# ---- block 1 ----
`config.mk`:
```
export PLATFORM = sky130hd
export DESIGN_NAME = pipe_hazard_ctrl
export DESIGN_NICKNAME = d
export VERILOG_FILES = /design/src/rtl/pipe_hazard_ctrl.sv
export SDC_FILE = /design/constraint.sdc
export NUM_CORES = 1
export LEC_CHECK = 0
export CAP_MARGIN = 25
export CORE_UTILIZATION = 41
export CTS_BUF_LIST = sky130_fd_sc_hd__clkbuf_16
export DETAILED_ROUTE_END_ITERATION = 10
export PLACE_DENSITY = 0.8
export SYNTH_ARGS = -nofsm -noshare
export SYNTH_HDL_FRONTEND = slang
export SYNTH_SLANG_ARGS = --single-unit
```
`constraint.sdc`:
```
create_clock -name clk -period 5.4 [get_ports clk]
set_clock_uncertainty 0.2 [all_clocks]
set_input_delay 0.54 -clock clk [delete_from_list [all_inputs] [get_ports clk]]
set_output_delay 0.54 -clock clk [all_outputs]
set_load 0.02 [all_outputs]
```
`src/rtl/pipe_hazard_ctrl.sv`:
```
// Hazard/sequencing controller for the IF/ID, ID/EX, EX/MEM and MEM/WB banks.
// Define PIPE_HAZARD_STALL_CNT_EN to add the saturating stall_count output.
module pipe_hazard_ctrl #(
    parameter int REG_W    = 5,
    parameter int ZERO_REG = 31,
    parameter int CNT_W    = 16
) (
    input  logic             clk,
    input  logic             reset,
    input  logic             id_valid,
    input  logic [REG_W-1:0] id_rn,
    input  logic [REG_W-1:0] id_rm,
    input  logic             id_rn_used,
    input  logic             id_rm_used,
    input  logic [REG_W-1:0] id_rd,
    input  logic             id_reg_write,
    input  logic             id_mem_read,
    input  logic             br_taken,
    input  logic             mem_busy,
    output logic             en_ifid,
    output logic             en_idex,
    output logic             en_exmem,
    output logic             en_memwb,
    output logic             flush_ifid,
`ifdef PIPE_HAZARD_STALL_CNT_EN
    output logic             flush_idex,
    output logic [CNT_W-1:0] stall_count
`else
    output logic             flush_idex
`endif
);

    typedef enum logic [1:0] {
        RUN  = 2'd0,
        LUS  = 2'd1,
        MEMW = 2'd2
    } state_t;

    localparam logic [REG_W-1:0] ZERO_R = REG_W'(ZERO_REG);

    if (CNT_W < 1) begin : g_cnt_w_check
        $error("pipe_hazard_ctrl: CNT_W must be at least 1");
    end

    state_t           state_q, state_d;
    logic             pend_br_q, pend_br_d;
    logic             ex_valid_q, ex_valid_d;
    logic [REG_W-1:0] ex_rd_q, ex_rd_d;
    logic             ex_load_q, ex_load_d;

    logic             lu;
    logic             en_ifid_c, en_idex_c, en_exmem_c, en_memwb_c;
    logic             flush_ifid_c, flush_idex_c;

    assign lu = ex_valid_q & ex_load_q & (ex_rd_q != ZERO_R) & id_valid &
                ((id_rn_used & (id_rn == ex_rd_q)) | (id_rm_used & (id_rm == ex_rd_q)));

    // LUS shares the RUN rules: its shadow already holds the bubble, so lu is 0.
    always_comb begin
        state_d      = RUN;
        pend_br_d    = pend_br_q;
        en_ifid_c    = 1'b1;
        en_idex_c    = 1'b1;
        en_exmem_c   = 1'b1;
        en_memwb_c   = 1'b1;
        flush_ifid_c = 1'b0;
        flush_idex_c = 1'b0;
        case (state_q)
            MEMW: begin
                if (mem_busy) begin
                    en_ifid_c  = 1'b0;
                    en_idex_c  = 1'b0;
                    en_exmem_c = 1'b0;
                    en_memwb_c = 1'b0;
                    state_d    = MEMW;
                end else if (pend_br_q) begin
                    flush_ifid_c = 1'b1;
                    flush_idex_c = 1'b1;
                    pend_br_d    = 1'b0;
                end else if (lu) begin
                    en_ifid_c    = 1'b0;
                    flush_idex_c = 1'b1;
                    state_d      = LUS;
                end
            end
            default: begin
                if (mem_busy) begin
                    en_ifid_c  = 1'b0;
                    en_idex_c  = 1'b0;
                    en_exmem_c = 1'b0;
                    en_memwb_c = 1'b0;
                    state_d    = MEMW;
                    if (br_taken) begin
                        pend_br_d = 1'b1;
                    end
                end else if (br_taken) begin
                    flush_ifid_c = 1'b1;
                    flush_idex_c = 1'b1;
                end else if (lu) begin
                    en_ifid_c    = 1'b0;
                    flush_idex_c = 1'b1;
                    state_d      = LUS;
                end
            end
        endcase
    end

    assign en_ifid    = reset & en_ifid_c;
    assign en_idex    = reset & en_idex_c;
    assign en_exmem   = reset & en_exmem_c;
    assign en_memwb   = reset & en_memwb_c;
    assign flush_ifid = ~reset | flush_ifid_c;
    assign flush_idex = ~reset | flush_idex_c;

    // Shadow of the ID/EX destination so hazard checks never look at EX data paths.
    always_comb begin
        ex_valid_d = ex_valid_q;
        ex_rd_d    = ex_rd_q;
        ex_load_d  = ex_load_q;
        if (flush_idex) begin
            ex_valid_d = 1'b0;
        end else if (en_idex) begin
            ex_valid_d = id_valid & id_reg_write;
            ex_rd_d    = id_rd;
            ex_load_d  = id_mem_read;
        end
    end

    always_ff @(posedge clk or negedge reset) begin
        if (!reset) begin
            state_q    <= RUN;
            pend_br_q  <= 1'b0;
            ex_valid_q <= 1'b0;
            ex_rd_q    <= '0;
            ex_load_q  <= 1'b0;
        end else begin
            state_q    <= state_d;
            pend_br_q  <= pend_br_d;
            ex_valid_q <= ex_valid_d;
            ex_rd_q    <= ex_rd_d;
            ex_load_q  <= ex_load_d;
        end
    end

`ifdef PIPE_HAZARD_STALL_CNT_EN
    logic [CNT_W-1:0] stall_count_q, stall_count_d;

    always_comb begin
        stall_count_d = stall_count_q;
        if (!en_ifid && (stall_count_q != {CNT_W{1'b1}})) begin
            stall_count_d = stall_count_q + 1'b1;
        end
    end

    always_ff @(posedge clk or negedge reset) begin
        if (!reset) begin
            stall_count_q <= '0;
        end else begin
            stall_count_q <= stall_count_d;
        end
    end

    assign stall_count = stall_count_q;
`endif

endmodule

```
# ---- block 2 ----
`config.mk`:
```
export PLATFORM = sky130hd
export DESIGN_NAME = instr_fetch_unit
export DESIGN_NICKNAME = d
export VERILOG_FILES = /design/src/rtl/rv32_fetch_pkg.sv /design/src/rtl/fetch_pc_gen.sv /design/src/rtl/instr_fetch_unit.sv
export SDC_FILE = /design/constraint.sdc
export NUM_CORES = 1
export LEC_CHECK = 0
export ABC_CLOCK_PERIOD_IN_PS = 2500
export CAP_MARGIN = 30
export CORE_MARGIN = 5
export CORE_UTILIZATION = 25
export DETAILED_ROUTE_END_ITERATION = 8
export PLACE_DENSITY = 0.57
export SLEW_MARGIN = 5
export SYNTH_ARGS = -nofsm -noshare
export SYNTH_HDL_FRONTEND = slang
export SYNTH_SLANG_ARGS = --single-unit
```
`constraint.sdc`:
```
create_clock -name clk -period 2.5 [get_ports clk]
set_input_delay 0.375 -clock clk [delete_from_list [all_inputs] [get_ports clk]]
set_output_delay 0.375 -clock clk [all_outputs]
set_load 0.02 [all_outputs]
```
`src/rtl/rv32_fetch_pkg.sv`:
```
// rtl/rv32_fetch_pkg.sv - shared types and constants for the RV32I instruction fetch unit
package rv32_fetch_pkg;

  localparam int ILEN     = 32;
  localparam int OPCODE_W = 7;

  localparam logic [ILEN-1:0] NOP_INSTR = 32'h0000_0013;

  typedef enum logic [1:0] {
    S_REQ,
    S_WAIT,
    S_HOLD,
    S_FAULT
  } fetch_state_t;

endpackage

```
`src/rtl/fetch_pc_gen.sv`:
```
// rtl/fetch_pc_gen.sv - program counter register with +4 advance, redirect mux and alignment check
module fetch_pc_gen #(
  parameter int               XLEN     = 32,
  parameter logic [XLEN-1:0]  RESET_PC = '0
) (
  input  logic            clk,
  input  logic            rst_n,
  input  logic            redirect_en,
  input  logic [XLEN-1:0] branch_target,
  input  logic            advance,
  output logic [XLEN-1:0] pc,
  output logic            misalign
);

  logic [XLEN-1:0] pc_q;
  logic [XLEN-1:0] pc_d;

  assign misalign = redirect_en && (branch_target[1:0] != 2'b00);
  assign pc       = pc_q;

  // A misaligned target leaves the PC untouched; the wrap past the top of memory is intentional.
  always_comb begin
    pc_d = pc_q;
    if (redirect_en) begin
      if (!misalign) pc_d = branch_target;
    end else if (advance) begin
      pc_d = pc_q + XLEN'(4);
    end
  end

  always_ff @(posedge clk or negedge rst_n) begin
    if (!rst_n) pc_q <= RESET_PC;
    else        pc_q <= pc_d;
  end

endmodule

```
`src/rtl/instr_fetch_unit.sv`:
```
// rtl/instr_fetch_unit.sv - one-outstanding instruction fetch with redirect, discard and sticky misalign fault
module instr_fetch_unit
  import rv32_fetch_pkg::*;
#(
  parameter logic [31:0] RESET_PC = 32'h0000_0000,
  parameter int          XLEN     = 32
) (
  input  logic                clk,
  input  logic                rst_n,
  output logic                imem_req_valid,
  input  logic                imem_req_ready,
  output logic [XLEN-1:0]     imem_req_addr,
  input  logic                imem_rsp_valid,
  input  logic [ILEN-1:0]     imem_rsp_data,
  input  logic                stall,
  input  logic                pc_src,
  input  logic [XLEN-1:0]     branch_target,
  output logic [ILEN-1:0]     instr,
  output logic [XLEN-1:0]     instr_pc,
  output logic                instr_valid,
  output logic [OPCODE_W-1:0] opcode,
  output logic                misalign_fault
);

  fetch_state_t    state_q, state_d;
  logic            discard_q, discard_d;
  logic [ILEN-1:0] instr_q, instr_d;
  logic [XLEN-1:0] instr_pc_q, instr_pc_d;
  logic            instr_valid_q, instr_valid_d;
  logic            fault_q, fault_d;
  logic            capture;
  logic            redirect_en;
  logic            misalign;
  logic [XLEN-1:0] pc;

  assign redirect_en = pc_src && (state_q != S_FAULT);

  fetch_pc_gen #(
    .XLEN     (XLEN),
    .RESET_PC (RESET_PC[XLEN-1:0])
  ) u_pc_gen (
    .clk           (clk),
    .rst_n         (rst_n),
    .redirect_en   (redirect_en),
    .branch_target (branch_target),
    .advance       (capture),
    .pc            (pc),
    .misalign      (misalign)
  );

  always_comb begin
    state_d       = state_q;
    discard_d     = discard_q;
    instr_d       = instr_q;
    instr_pc_d    = instr_pc_q;
    instr_valid_d = instr_valid_q;
    fault_d       = fault_q;
    capture       = 1'b0;
    if (redirect_en && misalign) begin
      fault_d       = 1'b1;
      instr_valid_d = 1'b0;
      state_d       = S_FAULT;
    end else if (redirect_en) begin
      // A redirect kills whatever is in flight; an accepted request must have its response dropped.
      instr_valid_d = 1'b0;
      case (state_q)
        S_REQ: begin
          if (imem_req_ready) begin
            discard_d = 1'b1;
            state_d   = S_WAIT;
          end
        end
        S_WAIT: begin
          if (imem_rsp_valid) begin
            discard_d = 1'b0;
            state_d   = S_REQ;
          end else begin
            discard_d = 1'b1;
          end
        end
        S_HOLD:  state_d = S_REQ;
        default: ;
      endcase
    end else begin
      case (state_q)
        S_REQ: if (imem_req_ready) state_d = S_WAIT;
        S_WAIT: begin
          if (imem_rsp_valid) begin
            if (discard_q) begin
              discard_d = 1'b0;
              state_d   = S_REQ;
            end else begin
              instr_d       = imem_rsp_data;
              instr_pc_d    = pc;
              instr_valid_d = 1'b1;
              capture       = 1'b1;
              state_d       = S_HOLD;
            end
          end
        end
        S_HOLD: begin
          if (!stall) begin
            instr_valid_d = 1'b0;
            state_d       = S_REQ;
          end
        end
        default: ;
      endcase
    end
  end

  always_ff @(posedge clk or negedge rst_n) begin
    if (!rst_n) begin
      state_q       <= S_REQ;
      discard_q     <= 1'b0;
      instr_q       <= NOP_INSTR;
      instr_pc_q    <= '0;
      instr_valid_q <= 1'b0;
      fault_q       <= 1'b0;
    end else begin
      state_q       <= state_d;
      discard_q     <= discard_d;
      instr_q       <= instr_d;
      instr_pc_q    <= instr_pc_d;
      instr_valid_q <= instr_valid_d;
      fault_q       <= fault_d;
    end
  end

  assign imem_req_valid = rst_n && (state_q == S_REQ);
  assign imem_req_addr  = pc;
  assign instr          = instr_q;
  assign instr_pc       = instr_pc_q;
  assign instr_valid    = instr_valid_q;
  assign opcode         = instr_q[OPCODE_W-1:0];
  assign misalign_fault = fault_q;

endmodule
```
# ---- block 3 ----
`src/rtl/result_display_mux.sv`:
```
// result_display_mux: keeps the last NUM_DIGITS results and scans them onto a
// common-anode 7-segment display with dead time. Optional DISPLAY_HEX_EN decodes codes 10..15.
module result_display_mux #(
  parameter int NUM_DIGITS = 4,
  parameter int RESULT_W = 4,
  parameter int REFRESH_DIV = 100000,
  parameter int BLANK_TIMEOUT = 0,
  localparam int CW = $clog2(NUM_DIGITS + 1),
  localparam int IW = NUM_DIGITS > 1 ? $clog2(NUM_DIGITS) : 1,
  localparam int PW = $clog2(REFRESH_DIV),
  localparam int TW = BLANK_TIMEOUT > 0 ? $clog2(BLANK_TIMEOUT + 1) : 1
) (
  input  logic                  clk,
  input  logic                  rst_n,
  input  logic                  result_valid,
  input  logic [RESULT_W-1:0]   result_in,
  input  logic                  clear,
  output logic [6:0]            seg,
  output logic [NUM_DIGITS-1:0] an,
  output logic                  dp,
  output logic [CW-1:0]         history_count
);
  logic [RESULT_W-1:0] val [NUM_DIGITS];
  logic [NUM_DIGITS-1:0] vld;
  logic [PW-1:0] pcnt;
  logic [IW-1:0] scan_idx;
  logic [TW-1:0] idle_cnt;
  logic tmo, clr, last;
  logic [6:0] seg_d;
  logic [NUM_DIGITS-1:0] an_d;
  logic dp_d;

  function automatic logic [6:0] decode(input logic [RESULT_W-1:0] v);
    logic [6:0] s;
    case (v[3:0])
      4'd0: s = 7'b1000000;
      4'd1: s = 7'b1111001;
      4'd2: s = 7'b0100100;
      4'd3: s = 7'b0110000;
      4'd4: s = 7'b0011001;
      4'd5: s = 7'b0010010;
      4'd6: s = 7'b0000010;
      4'd7: s = 7'b1111000;
      4'd8: s = 7'b0000000;
      4'd9: s = 7'b0010000;
`ifdef DISPLAY_HEX_EN
      4'd10: s = 7'b0001000;
      4'd11: s = 7'b0000011;
      4'd12: s = 7'b1000110;
      4'd13: s = 7'b0100001;
      4'd14: s = 7'b0000110;
      default: s = 7'b0001110;
`else
      default: s = 7'h7F;
`endif
    endcase
    return (v >> 4) != '0 ? 7'h7F : s;
  endfunction

  // Timeout fires while the idle counter sits saturated, acting exactly like clear.
  assign tmo = BLANK_TIMEOUT > 0 && idle_cnt == TW'(BLANK_TIMEOUT);
  assign clr = clear | tmo;
  assign last = pcnt == PW'(REFRESH_DIV - 1);

  always_ff @(posedge clk) begin
    if (!rst_n) idle_cnt <= '0;
    else idle_cnt <= (BLANK_TIMEOUT == 0 || result_valid || clear) ? '0 : (tmo ? idle_cnt : idle_cnt + 1'b1);
  end

  always_ff @(posedge clk) begin
    if (result_valid) val[0] <= result_in;
    for (int i = 1; i < NUM_DIGITS; i++)
      if (result_valid) val[i] <= val[i-1];
  end

  always_ff @(posedge clk) begin
    if (!rst_n) begin
      vld <= '0;
      history_count <= '0;
    end else begin
      for (int i = NUM_DIGITS - 1; i > 0; i--)
        vld[i] <= clr ? 1'b0 : (result_valid ? vld[i-1] : vld[i]);
      vld[0] <= result_valid | (~clr & vld[0]);
      history_count <= result_valid ? (clr ? CW'(1) : (history_count == CW'(NUM_DIGITS) ? history_count : history_count + 1'b1))
                                    : (clr ? '0 : history_count);
    end
  end

  always_ff @(posedge clk) begin
    if (!rst_n) begin
      pcnt <= '0;
      scan_idx <= '0;
    end else begin
      pcnt <= last ? '0 : pcnt + 1'b1;
      scan_idx <= last ? (scan_idx == IW'(NUM_DIGITS - 1) ? '0 : scan_idx + 1'b1) : scan_idx;
    end
  end

  always_comb begin
    seg_d = (pcnt == '0 || !vld[scan_idx]) ? 7'h7F : decode(val[scan_idx]);
    an_d = pcnt == '0 ? '1 : ~(NUM_DIGITS'(1) << scan_idx);
    dp_d = !(pcnt != '0 && scan_idx == '0 && vld[0]);
  end

  always_ff @(posedge clk) begin
    if (!rst_n) begin
      seg <= 7'h7F;
      an <= '1;
      dp <= 1'b1;
    end else begin
      seg <= seg_d;
      an <= an_d;
      dp <= dp_d;
    end
  end
endmodule

```
`config.mk`:
```
export PLATFORM = sky130hd
export DESIGN_NAME = result_display_mux
export DESIGN_NICKNAME = d
export VERILOG_FILES = /design/src/rtl/result_display_mux.sv
export SDC_FILE = /design/constraint.sdc
export NUM_CORES = 1
export LEC_CHECK = 0
export CAP_MARGIN = 10
export CORE_MARGIN = 2
export CORE_UTILIZATION = 60
export CTS_CLUSTER_SIZE = 16
export DETAILED_ROUTE_END_ITERATION = 8
export PLACE_DENSITY = 0.83
export SYNTH_ARGS = -nofsm -noshare
export SYNTH_HDL_FRONTEND = slang
export SYNTH_SLANG_ARGS = --single-unit
```
`constraint.sdc`:
```
create_clock -name clk -period 4.1 [get_ports clk]
set_input_delay 0.82 -clock clk [delete_from_list [all_inputs] [get_ports clk]]
set_output_delay 0.82 -clock clk [all_outputs]
set_load 0.01 [all_outputs]
```
**Block 2: register map, names as in the netlist**

Drawn at 2 px/um. Other sequential cells in the stronger gray, the rest of the logic in the fainter gray.
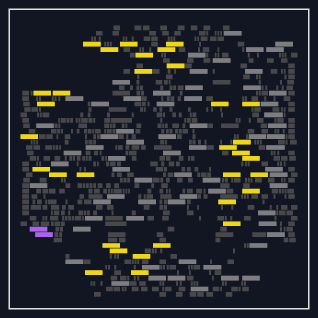
| color | netlist name | sequential cells |
|---|---|---|
| yellow | instr_pc | 32 |
| purple | state_q | 2 |
not colored: 67
FF+latch area: 2531 um2
final core area utilization: 38.59%
Sequential Power: 0.00300 W
flip-flop and latch share of the layout cell area: 34.72%

==> COMMIT_EDITMSG, block 2 <==
Update PnR metrics after Yosys + OpenROAD run

- Per the post-route antenna check, the number of violating nets is 0.
- Worst R2R End: u_pc_gen.pc[24]$_DFFE_PN0P_
- On the reported timing paths, the clock transition at the registers reads 70 ps.
- Power spread over the standard cell area amounts to 1296 nW/um2.
* Main flop type: dfrtp_1
- The most common logic cell in the final layout is nand2_1.
- Counting flops with a built-in enable in the synthesized netlist gives 0.
- CTS buffer count: 9
* Total iterations of the first detailed-routing run: 5
- After filler insertion, the fill cell instance count of the layout stands at 1970.
* Number of diodes added for antenna fixing: 0
* Endpoint of the most critical setup path: u_pc_gen.pc[24]$_DFFE_PN0P_
- Final weighted congestion of routability-driven global placement: 0.7868
* Via count: 4606
* Post-CTS Hold Fix Bufs: 0
* Switching power: 0.003929 W
- The flow ran to the end, and the final reports show no timing, DRC or antenna violations.
- Sequential cells burn 31.8% of the power.
- STA classifies the critical path endpoint as a register.
* Reported combinational group power: 0.00489 W
* Critical path required time: 2730 ps
* Measured slew at the worst slew-check pin: 566.0 ps
- Portion of the post-synthesis area used by sequential elements: 52.40%
- The cell family contributing the most delay on the critical path is simple AND/OR/NAND/NOR gates.
- For the clock group, total power comes out at 0.00156 W.
- Hold Crit Class: in2async
[block 2: metrics by stage]
stage	util, %	instance area, um2	setup WS [ps]	power [W]
after floorplan	-	4831	245.4	0.005566
after global placement	36.85	6963	151.7	0.007926
after detailed placement	36.85	6963	163.9	0.007982
after CTS	38.59	7291	254.4	0.009600
after global routing	38.59	7291	134.9	0.01014
final	38.59	7291	251.4	0.009452
[block 2: synthesized netlist by cell type (4+ instances only)]
master	count	share of area [%]
nand2_1	213	17
dfrtp_1	98	51
a21oi_1	35	3.6
clkbuf_1	28	2.2
nor2_1	28	2.2
o21ai_0	21	2.2
nand3_1	16	1.7
o22ai_1	10	1.3
nor3_1	9	0.93
buf_4	7	1.1
nand4_1	7	0.91
a2bb2oi_1	6	1.1
and2_1	6	0.78
ha_1	6	1.6
and3_1	5	0.65
inv_1	5	0.39
a31oi_1	4	0.52
and4_1	4	0.73
o22a_1	4	0.73
or4_4	4	0.93
[block 2: registers in the layout (all words and copies together) (netlist names)]
name	cells
instr	32
instr_valid	1
misalign_fault	1
state_q	2
discard_q	1
u_pc_gen.pc	32
instr_pc	32
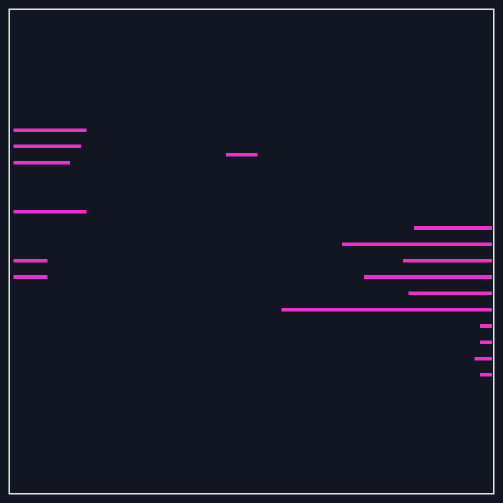
**Above:** block 1 (M3 wires).
Drawn at 12 px/um.
longest straight run: 17.2 um
nets with wire on the layer: 17
total length of routed wires: 1364 um
global routing usage on met3: 4.444%
via count: 498

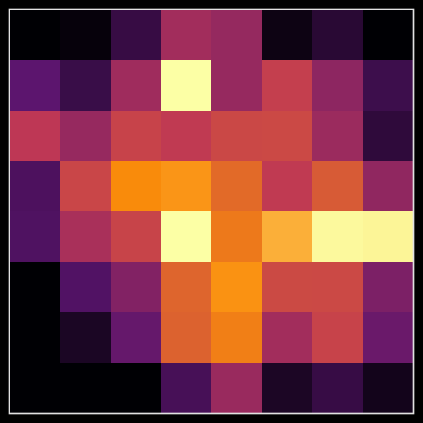
**Above:** block 1 (routed metal per tile).
Drawn at 10 px/um. The die is cut into 8 by 8 equal tiles; black is low, pale yellow is high, scaled to the fullest tile. Values are wire area over tile area, all layers added.
emptiest ninth of the die: south-west
fullest tile: 0.34
mean over tiles: 0.13
tiles over half the peak: 41%
wire length per cell: 13.92 um
global-route total usage across every layer: 18.31%

==> COMMIT_EDITMSG, block 1 <==
Update PnR metrics after Yosys + OpenROAD run

* Setup repair bufs after CTS: 0
* Total power per unit cell area: 312.8 nW/um2
* Late-Pin Clk Latency: 230 ps
* Buffers and inverters on the worst path: 2
* Run status: complete, no violations
* Non-clock buffers, area share: 30.29%
* Layout net count: 109
* Clock slew at the register clock pins of the worst setup and hold paths: 40 ps
* Area after DPL: 883.3 um2
* Yosys warns: 0
- Per the post-synthesis report, the nets total 78.
- On the critical path the data arrives at 2560 ps.
- In the final timing run, aggregate negative setup slack is 0 ps.
- Per the Yosys statistics, synthesis produced 54 cells.
* Number of core rows: 13
* Critical path's slowest cell: clkdlybuf4s50_1
- Sequential cells: 10
- Simple-gate share of the synthesized area: 12.92%
- In this run, the synthesized area fraction spent on AND-OR/OR-AND gates is recorded as 9.167%.
- The first global-routing pass estimated 1890 um of wire.
* Yosys reg bits: 10
* Main flop type: dfrtp_1
* Period utilization: 61.14%
==> block 1: synthesized netlist by cell type, types with 2 or more instances <==
cell      count  area share, %
nand2b_1      2            2.1
buf_4         2            2.5
nand3_1       3            2.5
a21oi_1       3            2.5
xnor2_1       2            2.9
dfrtp_1      10             42
nor4_1        2            2.1
mux2_4        6             15
nand2_1       3            1.9
nor2_1        2            1.3
xor2_1        8             12
==> block 1: metrics by stage <==
stage | cells | total power (W) | util, %
after detailed placement | 95 | 0.0001726 | 66.23
after floorplan | 54 | 0.0001402 | -
after global routing | 98 | 0.0003132 | 71.86
final | 98 | 0.0002998 | 71.86
after CTS | 98 | 0.0003013 | 71.86
after global placement | 95 | 0.0001707 | 66.23
==> block 1: power groups by stage <==
stage	Sequential (W)	Combinational [W]	Clock [W]
floorplan	0.0000979	0.0000423	0
global placement	0.000101	0.0000697	0
detailed placement	0.000102	0.0000709	0
CTS	0.000100	0.0000718	0.000129
global route	0.000102	0.0000769	0.000134
finish	0.000101	0.0000710	0.000128
==> block 1: registers in the layout (all words and copies together) (netlist names) <==
register    count
state_q         2
ex_valid_q      1
ex_load_q       1
ex_rd_q         5
pend_br_q       1
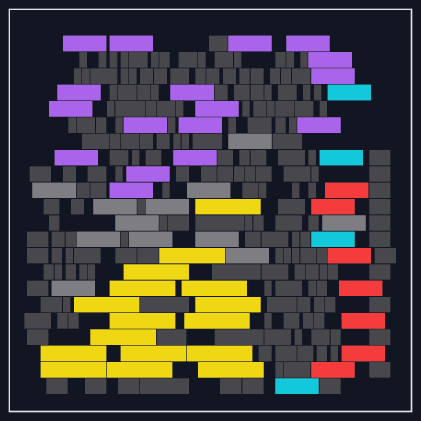
**Above:** block 3 (register map, names as in the netlist).
Drawn at 6 px/um. Other sequential cells in the stronger gray, the rest of the logic in the fainter gray.
| color | netlist name | sequential cells |
|---|---|---|
| red | seg | 7 |
| yellow | val | 16 |
| purple | pcnt | 17 |
| cyan | an | 4 |
not colored: 12

==> COMMIT_EDITMSG, block 3 <==
Update PnR metrics after Yosys + OpenROAD run

- The type recorded for the worst min-delay path is reg2reg.
- Total power of the final layout: 0.0009595 W
- Total iterations of the first detailed-routing run: 4
* Post-synthesis net count: 241
- Worst setup startpoint: pcnt[6]$_SDFF_PP0_
- Critical Setup Path Class: reg2reg
- After clock tree synthesis, the setup repair step added 0 buffers.
- Late-Pin Clk Latency: 310 ps
- Signal nets in the final route climb as high as met4.
- After clock tree synthesis, the flow added hold-fix buffers numbering 0.
- The repair_antennas step left the layout with diodes totalling 0.
- Residual DRC count: 0
- Most numerous logic cell after layout: dfxtp_1
* CP max FO: 5
* Detail Route met3 WL: 197 um
* Run status: complete, no violations
-- block 3: layout make-up --
| type | instances | area [um2] | share of cell area, % |
|---|---|---|---|
| Clock buffer | 7 | 76.32 | 2.812 |
| Clock inverter | 1 | 3.754 | 0.1383 |
| Inverter | 16 | 60.06 | 2.213 |
| Multi-Input combinational cell | 144 | 1005 | 37.02 |
| Sequential cell | 56 | 1281 | 47.21 |
| Tap cell | 48 | 60.06 | 2.213 |
| Timing Repair Buffer | 23 | 227.7 | 8.391 |
-- block 3: worst max-delay path: stages (launching register included) --
cell and delay, ps:
dfxtp_1 350, or4_1 560, or4_4 560, or4_1 480, a21boi_1 220
-- block 3: final timing paths --
path                                       endpoint  slack, ps  cells after the start
worst max-delay path                       register       1860                      4
worst min-delay path            val[3][1]$_DFFE_PP_        450                      0
worst max register to register             register       1860                      4
worst min register to register  val[3][1]$_DFFE_PP_        450                      0
-- block 3: state kept, by name (all words and copies together), names as in the netlist, named ones only --
register       count
val               16
vld                4
pcnt              17
seg                7
scan_idx           2
history_count      3
dp                 1
an                 4
-- block 3: where the power goes --
group	switching, W	internal [W]
registers	0.0000112	0.000589
clock network	0.000166	0.000119
logic	0.0000382	0.0000357
total	0.000216	0.000744

# ---- block 4 ----
**Block 4: M3 wires**

Drawn at 4 px/um.
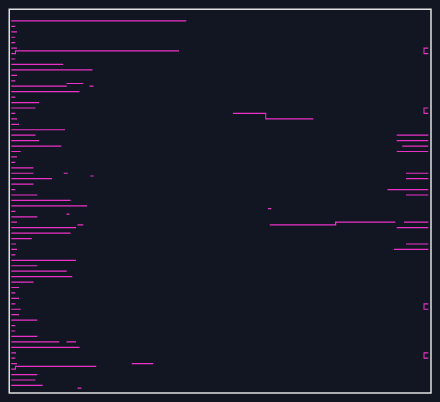

==> config.mk <==
export PLATFORM = sky130hd
export DESIGN_NAME = sram_arbiter_flat
export DESIGN_NICKNAME = d
export VERILOG_FILES = /design/src/rtl/sram_arbiter_if.sv /design/src/rtl/sram_arbiter.sv /design/src/flat_wrapper.sv
export SDC_FILE = /design/constraint.sdc
export NUM_CORES = 1
export LEC_CHECK = 0
export CELL_PAD_IN_SITES_DETAIL_PLACEMENT = 1
export CELL_PAD_IN_SITES_GLOBAL_PLACEMENT = 1
export CORE_ASPECT_RATIO = 0.9
export CORE_MARGIN = 5
export CORE_UTILIZATION = 18
export CTS_CLUSTER_SIZE = 40
export DETAILED_ROUTE_END_ITERATION = 8
export PLACE_DENSITY = 0.84
export SYNTH_ARGS = -nofsm -noshare
export SYNTH_HDL_FRONTEND = slang
export SYNTH_SLANG_ARGS = --single-unit
==> constraint.sdc <==
create_clock -name clk -period 2.5 [get_ports clk]
set_clock_uncertainty 0.2 [all_clocks]
set_input_delay 0.5 -clock clk [delete_from_list [all_inputs] [get_ports clk]]
set_output_delay 0.5 -clock clk [all_outputs]
set_load 0.005 [all_outputs]
==> src/rtl/sram_arbiter_if.sv <==
// Requester-side and sram-side signals of the two-port sram arbiter.
// The arbiter uses the slave view; requesters use master, the sram uses mem.
interface sram_arbiter_if #(
    parameter int ADDR_W = 16,
    parameter int DATA_W = 16
);
    logic              req0;
    logic              we0;
    logic              lock0;
    logic [ADDR_W-1:0] addr0;
    logic [DATA_W-1:0] wdata0;
    logic              gnt0;
    logic              rvalid0;

    logic              req1;
    logic              we1;
    logic              lock1;
    logic [ADDR_W-1:0] addr1;
    logic [DATA_W-1:0] wdata1;
    logic              gnt1;
    logic              rvalid1;

    logic [DATA_W-1:0] rdata;

    logic              mem_we;
    logic [ADDR_W-1:0] mem_addr;
    logic [DATA_W-1:0] mem_din;
    logic [DATA_W-1:0] mem_dout;

    modport master (
        output req0, we0, lock0, addr0, wdata0,
        output req1, we1, lock1, addr1, wdata1,
        input  gnt0, rvalid0, gnt1, rvalid1, rdata
    );

    modport slave (
        input  req0, we0, lock0, addr0, wdata0,
        input  req1, we1, lock1, addr1, wdata1,
        input  mem_dout,
        output gnt0, rvalid0, gnt1, rvalid1, rdata,
        output mem_we, mem_addr, mem_din
    );

    modport mem (
        input  mem_we, mem_addr, mem_din,
        output mem_dout
    );
endinterface

==> src/rtl/sram_arbiter.sv <==
// Shares one single-port sram between the processor port (0) and the debug/DMA
// port (1): combinational grant, optional lock, read-return tagging, contention count.
module sram_arbiter #(
    parameter int ADDR_W       = 16,
    parameter int DATA_W       = 16,
    parameter int READ_LATENCY = 1,
    parameter int FIXED_PRIO   = 0
) (
    input  logic          clk,
    input  logic          reset,
    sram_arbiter_if.slave bus,
    output logic [15:0]   contention_cnt
);
    typedef enum logic [1:0] {
        OWN_NONE = 2'd0,
        OWN_P0   = 2'd1,
        OWN_P1   = 2'd2
    } owner_e;

    typedef struct packed {
        logic valid;
        logic port;
    } rd_tag_t;

    owner_e            lock_q, lock_d;
    logic              last_gnt_q, last_gnt_d;
    logic [15:0]       cnt_q, cnt_d;
    rd_tag_t           rd_tag_q [READ_LATENCY];
    rd_tag_t           rd_tag_d;
    logic              win0, win1;
    logic              we_sel;
    logic [ADDR_W-1:0] addr_sel;
    logic [DATA_W-1:0] din_sel;

    // NOTE: every signal written in always_comb gets a default first, so no
    // path leaves it unassigned and no latch is inferred.
    always_comb begin
        win0 = 1'b0;
        win1 = 1'b0;
        if (!reset) begin
            if (lock_q == OWN_P0 && bus.req0) begin
                win0 = 1'b1;
            end else if (lock_q == OWN_P1 && bus.req1) begin
                win1 = 1'b1;
            end else if (bus.req0 && bus.req1) begin
                // last_gnt_q == 1 means port 1 won last, so port 0 takes the tie
                if (FIXED_PRIO != 0 || last_gnt_q) win0 = 1'b1;
                else                               win1 = 1'b1;
            end else begin
                win0 = bus.req0;
                win1 = bus.req1;
            end
        end
    end

    always_comb begin
        last_gnt_d = last_gnt_q;
        lock_d     = OWN_NONE;
        rd_tag_d   = '0;
        we_sel     = 1'b0;
        addr_sel   = '0;
        din_sel    = '0;
        cnt_d      = cnt_q;
        // With no winner the owner (if any) has dropped req, so the lock falls away.
        if (win0) begin
            last_gnt_d     = 1'b0;
            lock_d         = bus.lock0 ? OWN_P0 : OWN_NONE;
            we_sel         = bus.we0;
            addr_sel       = bus.addr0;
            din_sel        = bus.wdata0;
            rd_tag_d.valid = !bus.we0;
            rd_tag_d.port  = 1'b0;
        end else if (win1) begin
            last_gnt_d     = 1'b1;
            lock_d         = bus.lock1 ? OWN_P1 : OWN_NONE;
            we_sel         = bus.we1;
            addr_sel       = bus.addr1;
            din_sel        = bus.wdata1;
            rd_tag_d.valid = !bus.we1;
            rd_tag_d.port  = 1'b1;
        end
        if (bus.req0 && bus.req1 && cnt_q != 16'hFFFF) begin
            cnt_d = cnt_q + 16'd1;
        end
    end

    // NOTE: state is updated with non-blocking assignments so every register
    // samples pre-edge values regardless of statement order.
    always_ff @(posedge clk) begin
        if (reset) begin
            lock_q     <= OWN_NONE;
            last_gnt_q <= 1'b1;
            cnt_q      <= '0;
            // NOTE: the tag pipeline is reset (unlike a data memory) because a
            // stale valid bit would fire an rvalid for a read dropped by reset.
            for (int i = 0; i < READ_LATENCY; i++) begin
                rd_tag_q[i] <= '0;
            end
        end else begin
            lock_q      <= lock_d;
            last_gnt_q  <= last_gnt_d;
            cnt_q       <= cnt_d;
            rd_tag_q[0] <= rd_tag_d;
            for (int i = 1; i < READ_LATENCY; i++) begin
                rd_tag_q[i] <= rd_tag_q[i-1];
            end
        end
    end

    assign bus.gnt0    = win0;
    assign bus.gnt1    = win1;
    assign bus.rvalid0 = rd_tag_q[READ_LATENCY-1].valid & ~rd_tag_q[READ_LATENCY-1].port & ~reset;
    assign bus.rvalid1 = rd_tag_q[READ_LATENCY-1].valid &  rd_tag_q[READ_LATENCY-1].port & ~reset;
    assign bus.rdata   = bus.mem_dout;

    assign bus.mem_we   = we_sel;
    assign bus.mem_addr = addr_sel;
    assign bus.mem_din  = din_sel;

    assign contention_cnt = cnt_q;
endmodule
==> src/flat_wrapper.sv <==
// flat-port wrapper written by rule: the top's interface ports become plain ports
module sram_arbiter_flat 
#(
    parameter int ADDR_W       = 16,
    parameter int DATA_W       = 16,
    parameter int READ_LATENCY = 1,
    parameter int FIXED_PRIO   = 0
)
  (clk, reset, contention_cnt, bus_req0, bus_we0, bus_lock0, bus_addr0, bus_wdata0, bus_req1, bus_we1, bus_lock1, bus_addr1, bus_wdata1, bus_mem_dout, bus_gnt0, bus_rvalid0, bus_gnt1, bus_rvalid1, bus_rdata, bus_mem_we, bus_mem_addr, bus_mem_din);
  sram_arbiter_if #(.ADDR_W(ADDR_W), .DATA_W(DATA_W)) bus_i ();
  input  logic clk;
  input  logic reset;
  output logic [15:0] contention_cnt;
  input wire logic [$bits(bus_i.req0)-1:0] bus_req0;
  input wire logic [$bits(bus_i.we0)-1:0] bus_we0;
  input wire logic [$bits(bus_i.lock0)-1:0] bus_lock0;
  input wire logic [$bits(bus_i.addr0)-1:0] bus_addr0;
  input wire logic [$bits(bus_i.wdata0)-1:0] bus_wdata0;
  input wire logic [$bits(bus_i.req1)-1:0] bus_req1;
  input wire logic [$bits(bus_i.we1)-1:0] bus_we1;
  input wire logic [$bits(bus_i.lock1)-1:0] bus_lock1;
  input wire logic [$bits(bus_i.addr1)-1:0] bus_addr1;
  input wire logic [$bits(bus_i.wdata1)-1:0] bus_wdata1;
  input wire logic [$bits(bus_i.mem_dout)-1:0] bus_mem_dout;
  output wire logic [$bits(bus_i.gnt0)-1:0] bus_gnt0;
  output wire logic [$bits(bus_i.rvalid0)-1:0] bus_rvalid0;
  output wire logic [$bits(bus_i.gnt1)-1:0] bus_gnt1;
  output wire logic [$bits(bus_i.rvalid1)-1:0] bus_rvalid1;
  output wire logic [$bits(bus_i.rdata)-1:0] bus_rdata;
  output wire logic [$bits(bus_i.mem_we)-1:0] bus_mem_we;
  output wire logic [$bits(bus_i.mem_addr)-1:0] bus_mem_addr;
  output wire logic [$bits(bus_i.mem_din)-1:0] bus_mem_din;
  assign bus_i.req0 = bus_req0;
  assign bus_i.we0 = bus_we0;
  assign bus_i.lock0 = bus_lock0;
  assign bus_i.addr0 = bus_addr0;
  assign bus_i.wdata0 = bus_wdata0;
  assign bus_i.req1 = bus_req1;
  assign bus_i.we1 = bus_we1;
  assign bus_i.lock1 = bus_lock1;
  assign bus_i.addr1 = bus_addr1;
  assign bus_i.wdata1 = bus_wdata1;
  assign bus_i.mem_dout = bus_mem_dout;
  assign bus_gnt0 = bus_i.gnt0;
  assign bus_rvalid0 = bus_i.rvalid0;
  assign bus_gnt1 = bus_i.gnt1;
  assign bus_rvalid1 = bus_i.rvalid1;
  assign bus_rdata = bus_i.rdata;
  assign bus_mem_we = bus_i.mem_we;
  assign bus_mem_addr = bus_i.mem_addr;
  assign bus_mem_din = bus_i.mem_din;
  sram_arbiter #(.ADDR_W(ADDR_W), .DATA_W(DATA_W), .READ_LATENCY(READ_LATENCY), .FIXED_PRIO(FIXED_PRIO)) u_core (.clk(clk), .reset(reset), .bus(bus_i), .contention_cnt(contention_cnt));
endmodule
# ---- block 5 ----
--- src/rtl/fetch_pkg.sv ---
`default_nettype none
// ----------------------------------------------------------------------------
// Module   : fetch_pkg
// Purpose  : Shared widths, state encodings and helpers for the fetch stage.
// Revision : 1.0
// ----------------------------------------------------------------------------
package fetch_pkg;

    localparam int PC_W    = 8;
    localparam int INSTR_W = 32;

    localparam logic [INSTR_W-1:0] NOP_INSTR = 32'h0000_0000;

    localparam logic [1:0] ST_BOOT  = 2'd0;
    localparam logic [1:0] ST_RUN   = 2'd1;
    localparam logic [1:0] ST_STALL = 2'd2;

    // Instructions are word aligned, so redirect targets drop the byte offset.
    function automatic logic [PC_W-1:0] align_pc(input logic [PC_W-1:0] addr);
        return addr & {{(PC_W-2){1'b1}}, 2'b00};
    endfunction

endpackage
`default_nettype wire

--- src/rtl/ifid_reg.sv ---
`default_nettype none
// ----------------------------------------------------------------------------
// Module   : ifid_reg
// Purpose  : IF/ID pipeline register; clear inserts a bubble and beats load.
// Revision : 1.0
// ----------------------------------------------------------------------------
module ifid_reg
    import fetch_pkg::*;
#(
    parameter int PC_W    = 8,
    parameter int INSTR_W = 32
) (
    input  logic               clk,
    input  logic               reset,
    input  logic               load,
    input  logic               clear,
    input  logic [INSTR_W-1:0] instr_d,
    input  logic [PC_W-1:0]    pc4_d,
    output logic [INSTR_W-1:0] instr_q,
    output logic [PC_W-1:0]    pc4_q,
    output logic               valid_q
);

    logic [INSTR_W-1:0] r_instr;
    logic [PC_W-1:0]    r_pc4;
    logic               r_valid;

    always_ff @(posedge clk) begin
        if (reset || clear) begin
            r_instr <= INSTR_W'(NOP_INSTR);
            r_pc4   <= '0;
            r_valid <= 1'b0;
        end else if (load) begin
            r_instr <= instr_d;
            r_pc4   <= pc4_d;
            r_valid <= 1'b1;
        end
    end

    assign instr_q = r_instr;
    assign pc4_q   = r_pc4;
    assign valid_q = r_valid;

endmodule
`default_nettype wire

--- src/rtl/fetch_unit.sv ---
`default_nettype none
// ----------------------------------------------------------------------------
// Module   : fetch_unit
// Purpose  : Instruction fetch stage: PC, next-PC selection, FSM and IF/ID.
// Revision : 1.0
// ----------------------------------------------------------------------------
module fetch_unit #(
    parameter int                          PC_W     = fetch_pkg::PC_W,
    parameter int                          INSTR_W  = fetch_pkg::INSTR_W,
    parameter logic [fetch_pkg::PC_W-1:0]  RESET_PC = 8'h00,
    parameter int                          PC_STEP  = 4
) (
    input  logic               clk,
    input  logic               reset,
    output logic [PC_W-1:0]    FETCH_IMEM_PC,
    input  logic [INSTR_W-1:0] FETCH_IMEM_instruction,
    input  logic               FETCH_stall,
    input  logic               FETCH_branch_taken,
    input  logic [PC_W-1:0]    FETCH_branch_target,
    input  logic               FETCH_jump,
    input  logic [PC_W-1:0]    FETCH_jump_target,
    output logic [INSTR_W-1:0] IFID_instruction,
    output logic [PC_W-1:0]    IFID_pc_plus4,
    output logic               IFID_valid,
    output logic [1:0]         FETCH_state
);

    import fetch_pkg::*;

    logic [1:0]      r_state;
    logic [1:0]      w_state_next;
    logic [PC_W-1:0] r_pc;
    logic [PC_W-1:0] w_pc_next;
    logic [PC_W-1:0] w_pc_inc;
    logic            w_load;
    logic            w_clear;

    assign w_pc_inc = r_pc + PC_W'(PC_STEP);

    always_ff @(posedge clk) begin
        if (reset) begin
            r_state <= ST_BOOT;
            r_pc    <= RESET_PC;
        end else begin
            r_state <= w_state_next;
            r_pc    <= w_pc_next;
        end
    end

    // The unused encoding falls into the default arm and recovers to RUN.
    always_comb begin
        w_state_next = ST_RUN;
        case (r_state)
            ST_BOOT: w_state_next = ST_RUN;
            default: begin
                if (FETCH_branch_taken || FETCH_jump) begin
                    w_state_next = ST_RUN;
                end else if (FETCH_stall) begin
                    w_state_next = ST_STALL;
                end else begin
                    w_state_next = ST_RUN;
                end
            end
        endcase
    end

    // Branch (EX) is older than jump (ID); both outrank the hazard hold.
    always_comb begin
        w_pc_next = r_pc;
        w_load    = 1'b0;
        w_clear   = 1'b0;
        if (r_state != ST_BOOT) begin
            if (FETCH_branch_taken) begin
                w_pc_next = align_pc(FETCH_branch_target);
                w_clear   = 1'b1;
            end else if (FETCH_jump) begin
                w_pc_next = align_pc(FETCH_jump_target);
                w_clear   = 1'b1;
            end else if (!FETCH_stall) begin
                w_pc_next = w_pc_inc;
                w_load    = 1'b1;
            end
        end
    end

    ifid_reg #(
        .PC_W    (PC_W),
        .INSTR_W (INSTR_W)
    ) u_ifid_reg (
        .clk     (clk),
        .reset   (reset),
        .load    (w_load),
        .clear   (w_clear),
        .instr_d (FETCH_IMEM_instruction),
        .pc4_d   (w_pc_inc),
        .instr_q (IFID_instruction),
        .pc4_q   (IFID_pc_plus4),
        .valid_q (IFID_valid)
    );

    assign FETCH_IMEM_PC = r_pc;
    assign FETCH_state   = r_state;

endmodule
`default_nettype wire
--- config.mk ---
export PLATFORM = sky130hd
export DESIGN_NAME = fetch_unit
export DESIGN_NICKNAME = d
export VERILOG_FILES = /design/src/rtl/fetch_pkg.sv /design/src/rtl/ifid_reg.sv /design/src/rtl/fetch_unit.sv
export SDC_FILE = /design/constraint.sdc
export NUM_CORES = 1
export LEC_CHECK = 0
export CAP_MARGIN = 15
export CORE_AREA = 3 3 63 94
export DETAILED_ROUTE_END_ITERATION = 8
export DIE_AREA = 0 0 66 97
export PLACE_DENSITY = 0.79
export SYNTH_ARGS = -nofsm -noshare
export SYNTH_HDL_FRONTEND = slang
export SYNTH_SLANG_ARGS = --single-unit
export TNS_END_PERCENT = 20
--- constraint.sdc ---
create_clock -name clk -period 1.95 [get_ports clk]
set_clock_uncertainty 0.1 [all_clocks]
set_input_delay 0.39 -clock clk [delete_from_list [all_inputs] [get_ports clk]]
set_output_delay 0.39 -clock clk [all_outputs]
set_load 0.02 [all_outputs]
**Block 4: register map, names as in the netlist**

Drawn at 4 px/um. Other sequential cells in the stronger gray, the rest of the logic in the fainter gray.
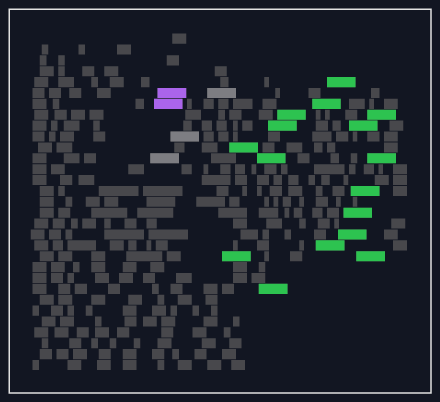
| color | netlist name | sequential cells |
|---|---|---|
| green | u_core.contention_cnt | 16 |
| purple | u_core.lock_q | 2 |

Notes on 'M3 wires' of block 4 above:
wire length on this layer: 638 um
nets with wire on the layer: 87
share of all routed wire: 8.9%
longest straight run: 43.5 um

==> COMMIT_EDITMSG, block 4 <==
Update PnR metrics after Yosys + OpenROAD run

* Initial antenna violation count: 0
- The final timing report gives a worst setup slack of -105.4 ps.
- Nets still carrying antenna violations after routing amount to 0.
* Main flop type: dfxtp_1
- Violated checks: setup timing
- The flow ran to the end, but the final reports show violations.
* Final-report max-slew violation count: 0
- Setup-violating endpoint count in the final report: 33
- Setup slack on the worst flop-to-flop path: 650 ps
- Global routing usage on met3: 4.942%
- First-pass GRT wire length: 10830 um
- Non-filler cells, final: 396
* Worst R2R End: u_core.contention_cnt[13]$_SDFFE_PP0P_
- Crit-path leading delay family: buffers and inverters
* Total iterations of the first detailed-routing run: 4
==> block 4: layout make-up <==
type                       instances  area (um2)
sequential                        21       420.4
clock buffer                       4       45.04
multi-input combinational        111       847.1
timing repair buffer             155        1506
tap                               99       123.9
fill                             944        5025
inverter                           6       22.52
==> block 4: cell usage after synthesis (2+ instances only) <==
cell | n | area, um2
nand3_1 | 6 | 30.03
dfxtp_1 | 21 | 420.4
xor2_1 | 12 | 105.1
and3_1 | 3 | 18.77
and2_1 | 3 | 18.77
buf_4 | 16 | 120.1
inv_1 | 5 | 18.77
nand4_1 | 4 | 25.02
o21ai_1 | 2 | 10.01
a22o_1 | 33 | 289.0
buf_6 | 3 | 33.78
clkbuf_1 | 2 | 7.510
nor2_1 | 16 | 60.06
a21o_1 | 2 | 15.01
buf_2 | 4 | 20.02
nand2_1 | 3 | 11.26
o2111ai_1 | 3 | 26.28
==> block 4: logic make-up after synthesis <==
group | count (synthesis) | share of synthesized area (%)
simple gates | 44 | 16.92
buf+inv | 31 | 13.93
fa+ha+maj | 2 | 1.624
xor+xnor | 13 | 7.778
compound gates | 51 | 30.34
mux | 1 | 0.6838
flops | 21 | 28.72
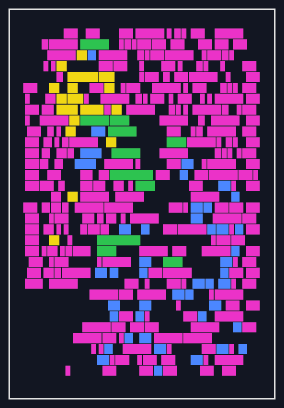
**Above:** block 5 (cells by drive strength).
Drawn at 4 px/um.
| color | size | cells |
|---|---|---|
| green | _6 and larger | 11 |
| yellow | _3 and _4 cells | 17 |
| magenta | _0 and _1 cells | 262 |
| blue | _2 cells | 44 |

==> COMMIT_EDITMSG, block 5 <==
Update PnR metrics after Yosys + OpenROAD run

* Late-Pin Clk Latency: 290 ps
- The synthesized design devotes to its leading area cell type 45.66% of total area.
- For this floorplan the total number of well-tap instances is 68.
- Setup-violating endpoint count in the final report: 0
* FF+latch area: 940.9 um2
* Post-synth top cells: nand2_1 (53), dfxtp_1 (47), a21oi_2 (20), nand2_2 (20), a21oi_1 (19)
- Met1 Usage GRT: 17.01%
- Non-clock buffers, area share: 34.25%
- Area leader, netlist: dfxtp_1
* Largest net degree at the start of global routing: 43
* Number of instances in the synthesized netlist: 231
- Most numerous logic cell after layout: clkdlybuf4s50_1
- Tally of OpenROAD warnings: 30
- Area contributors post-synth: dfxtp_1 (46%), nand2_1 (9.7%), a21oi_2 (8.5%), nand2_2 (6.1%), a21oi_1 (4.6%)
- Largest incremental delay on the critical path: 650 ps
- Of the cells placed in the final design, the portion with a size suffix greater than 1 is 21.56%.
- met2 is the most crowded layer.
- The run finished with clean final reports.
block 5: final timing paths:
check	start	depth (start not counted)	to
max	FETCH_IMEM_PC[4]$_SDFFE_PP0P_	1	FETCH_IMEM_PC[4]
min reg2reg	u_ifid_reg.instr_q[2]$_SDFFE_PP0P_	2	u_ifid_reg.instr_q[2]$_SDFFE_PP0P_
max reg2reg	FETCH_IMEM_PC[2]$_SDFFE_PP0P_	5	FETCH_IMEM_PC[6]$_SDFFE_PP0P_
min	u_ifid_reg.instr_q[2]$_SDFFE_PP0P_	2	u_ifid_reg.instr_q[2]$_SDFFE_PP0P_
block 5: stage by stage:
step	cells	setup WS (ps)	power [W]	TNS [ps]
final	402	90.85	0.002187	0
after global routing	402	40.00	0.002274	0
after CTS	402	43.17	0.002220	0
after detailed placement	394	-78.62	0.001386	-1035
after global placement	394	-44.81	0.001381	-411.5
after floorplan	234	310.0	0.001193	0
block 5: cell families after synthesis:
kind of cell / after synthesis / synth area share [%]
compound gates: 58 / 21.25
xor+xnor: 3 / 1.275
fa+ha+maj: 1 / 0.6071
buf+inv: 22 / 7.346
flops: 47 / 45.66
mux: 1 / 0.4858
other cells: 1 / 0.1820
simple gates: 98 / 23.19


## Gallery

Routed metal per tile.
shot_01.png
Drawn at 4 px/um. The die is cut into 13 by 19 equal tiles; black is low, pale yellow is high, scaled to the fullest tile. Values are wire area over tile area, all layers added.
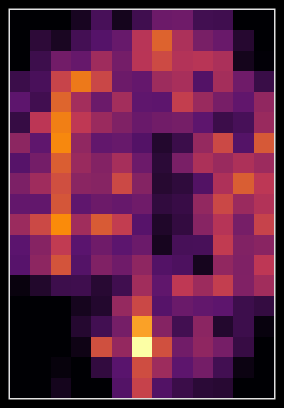
shot_02.png
Drawn at 2 px/um. The die is cut into 30 by 30 equal tiles; black is low, pale yellow is high, scaled to the fullest tile. Values are wire area over tile area, all layers added.
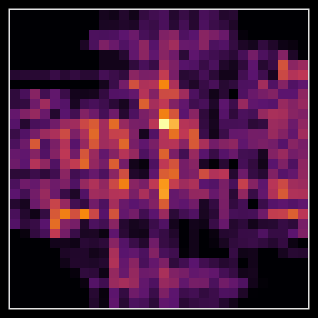
shot_03.png
Drawn at 4 px/um. The die is cut into 21 by 19 equal tiles; black is low, pale yellow is high, scaled to the fullest tile. Values are wire area over tile area, all layers added.
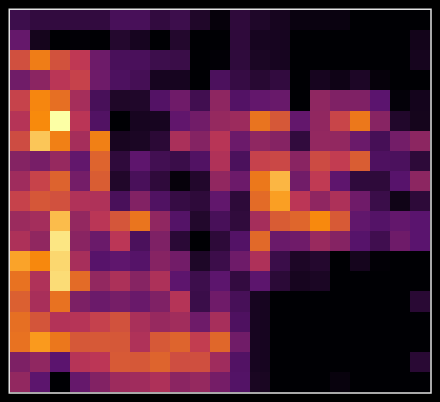
shot_04.png
Drawn at 6 px/um. The die is cut into 13 by 13 equal tiles; black is low, pale yellow is high, scaled to the fullest tile. Values are wire area over tile area, all layers added.
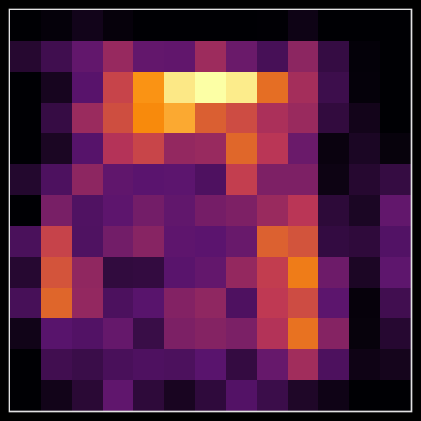
shot_03.png comes from block 4.
shot_01.png comes from block 5.
shot_04.png comes from block 3.
shot_02.png comes from block 2.

Power figures rest on the tool's default switching activity, not on a simulated workload.
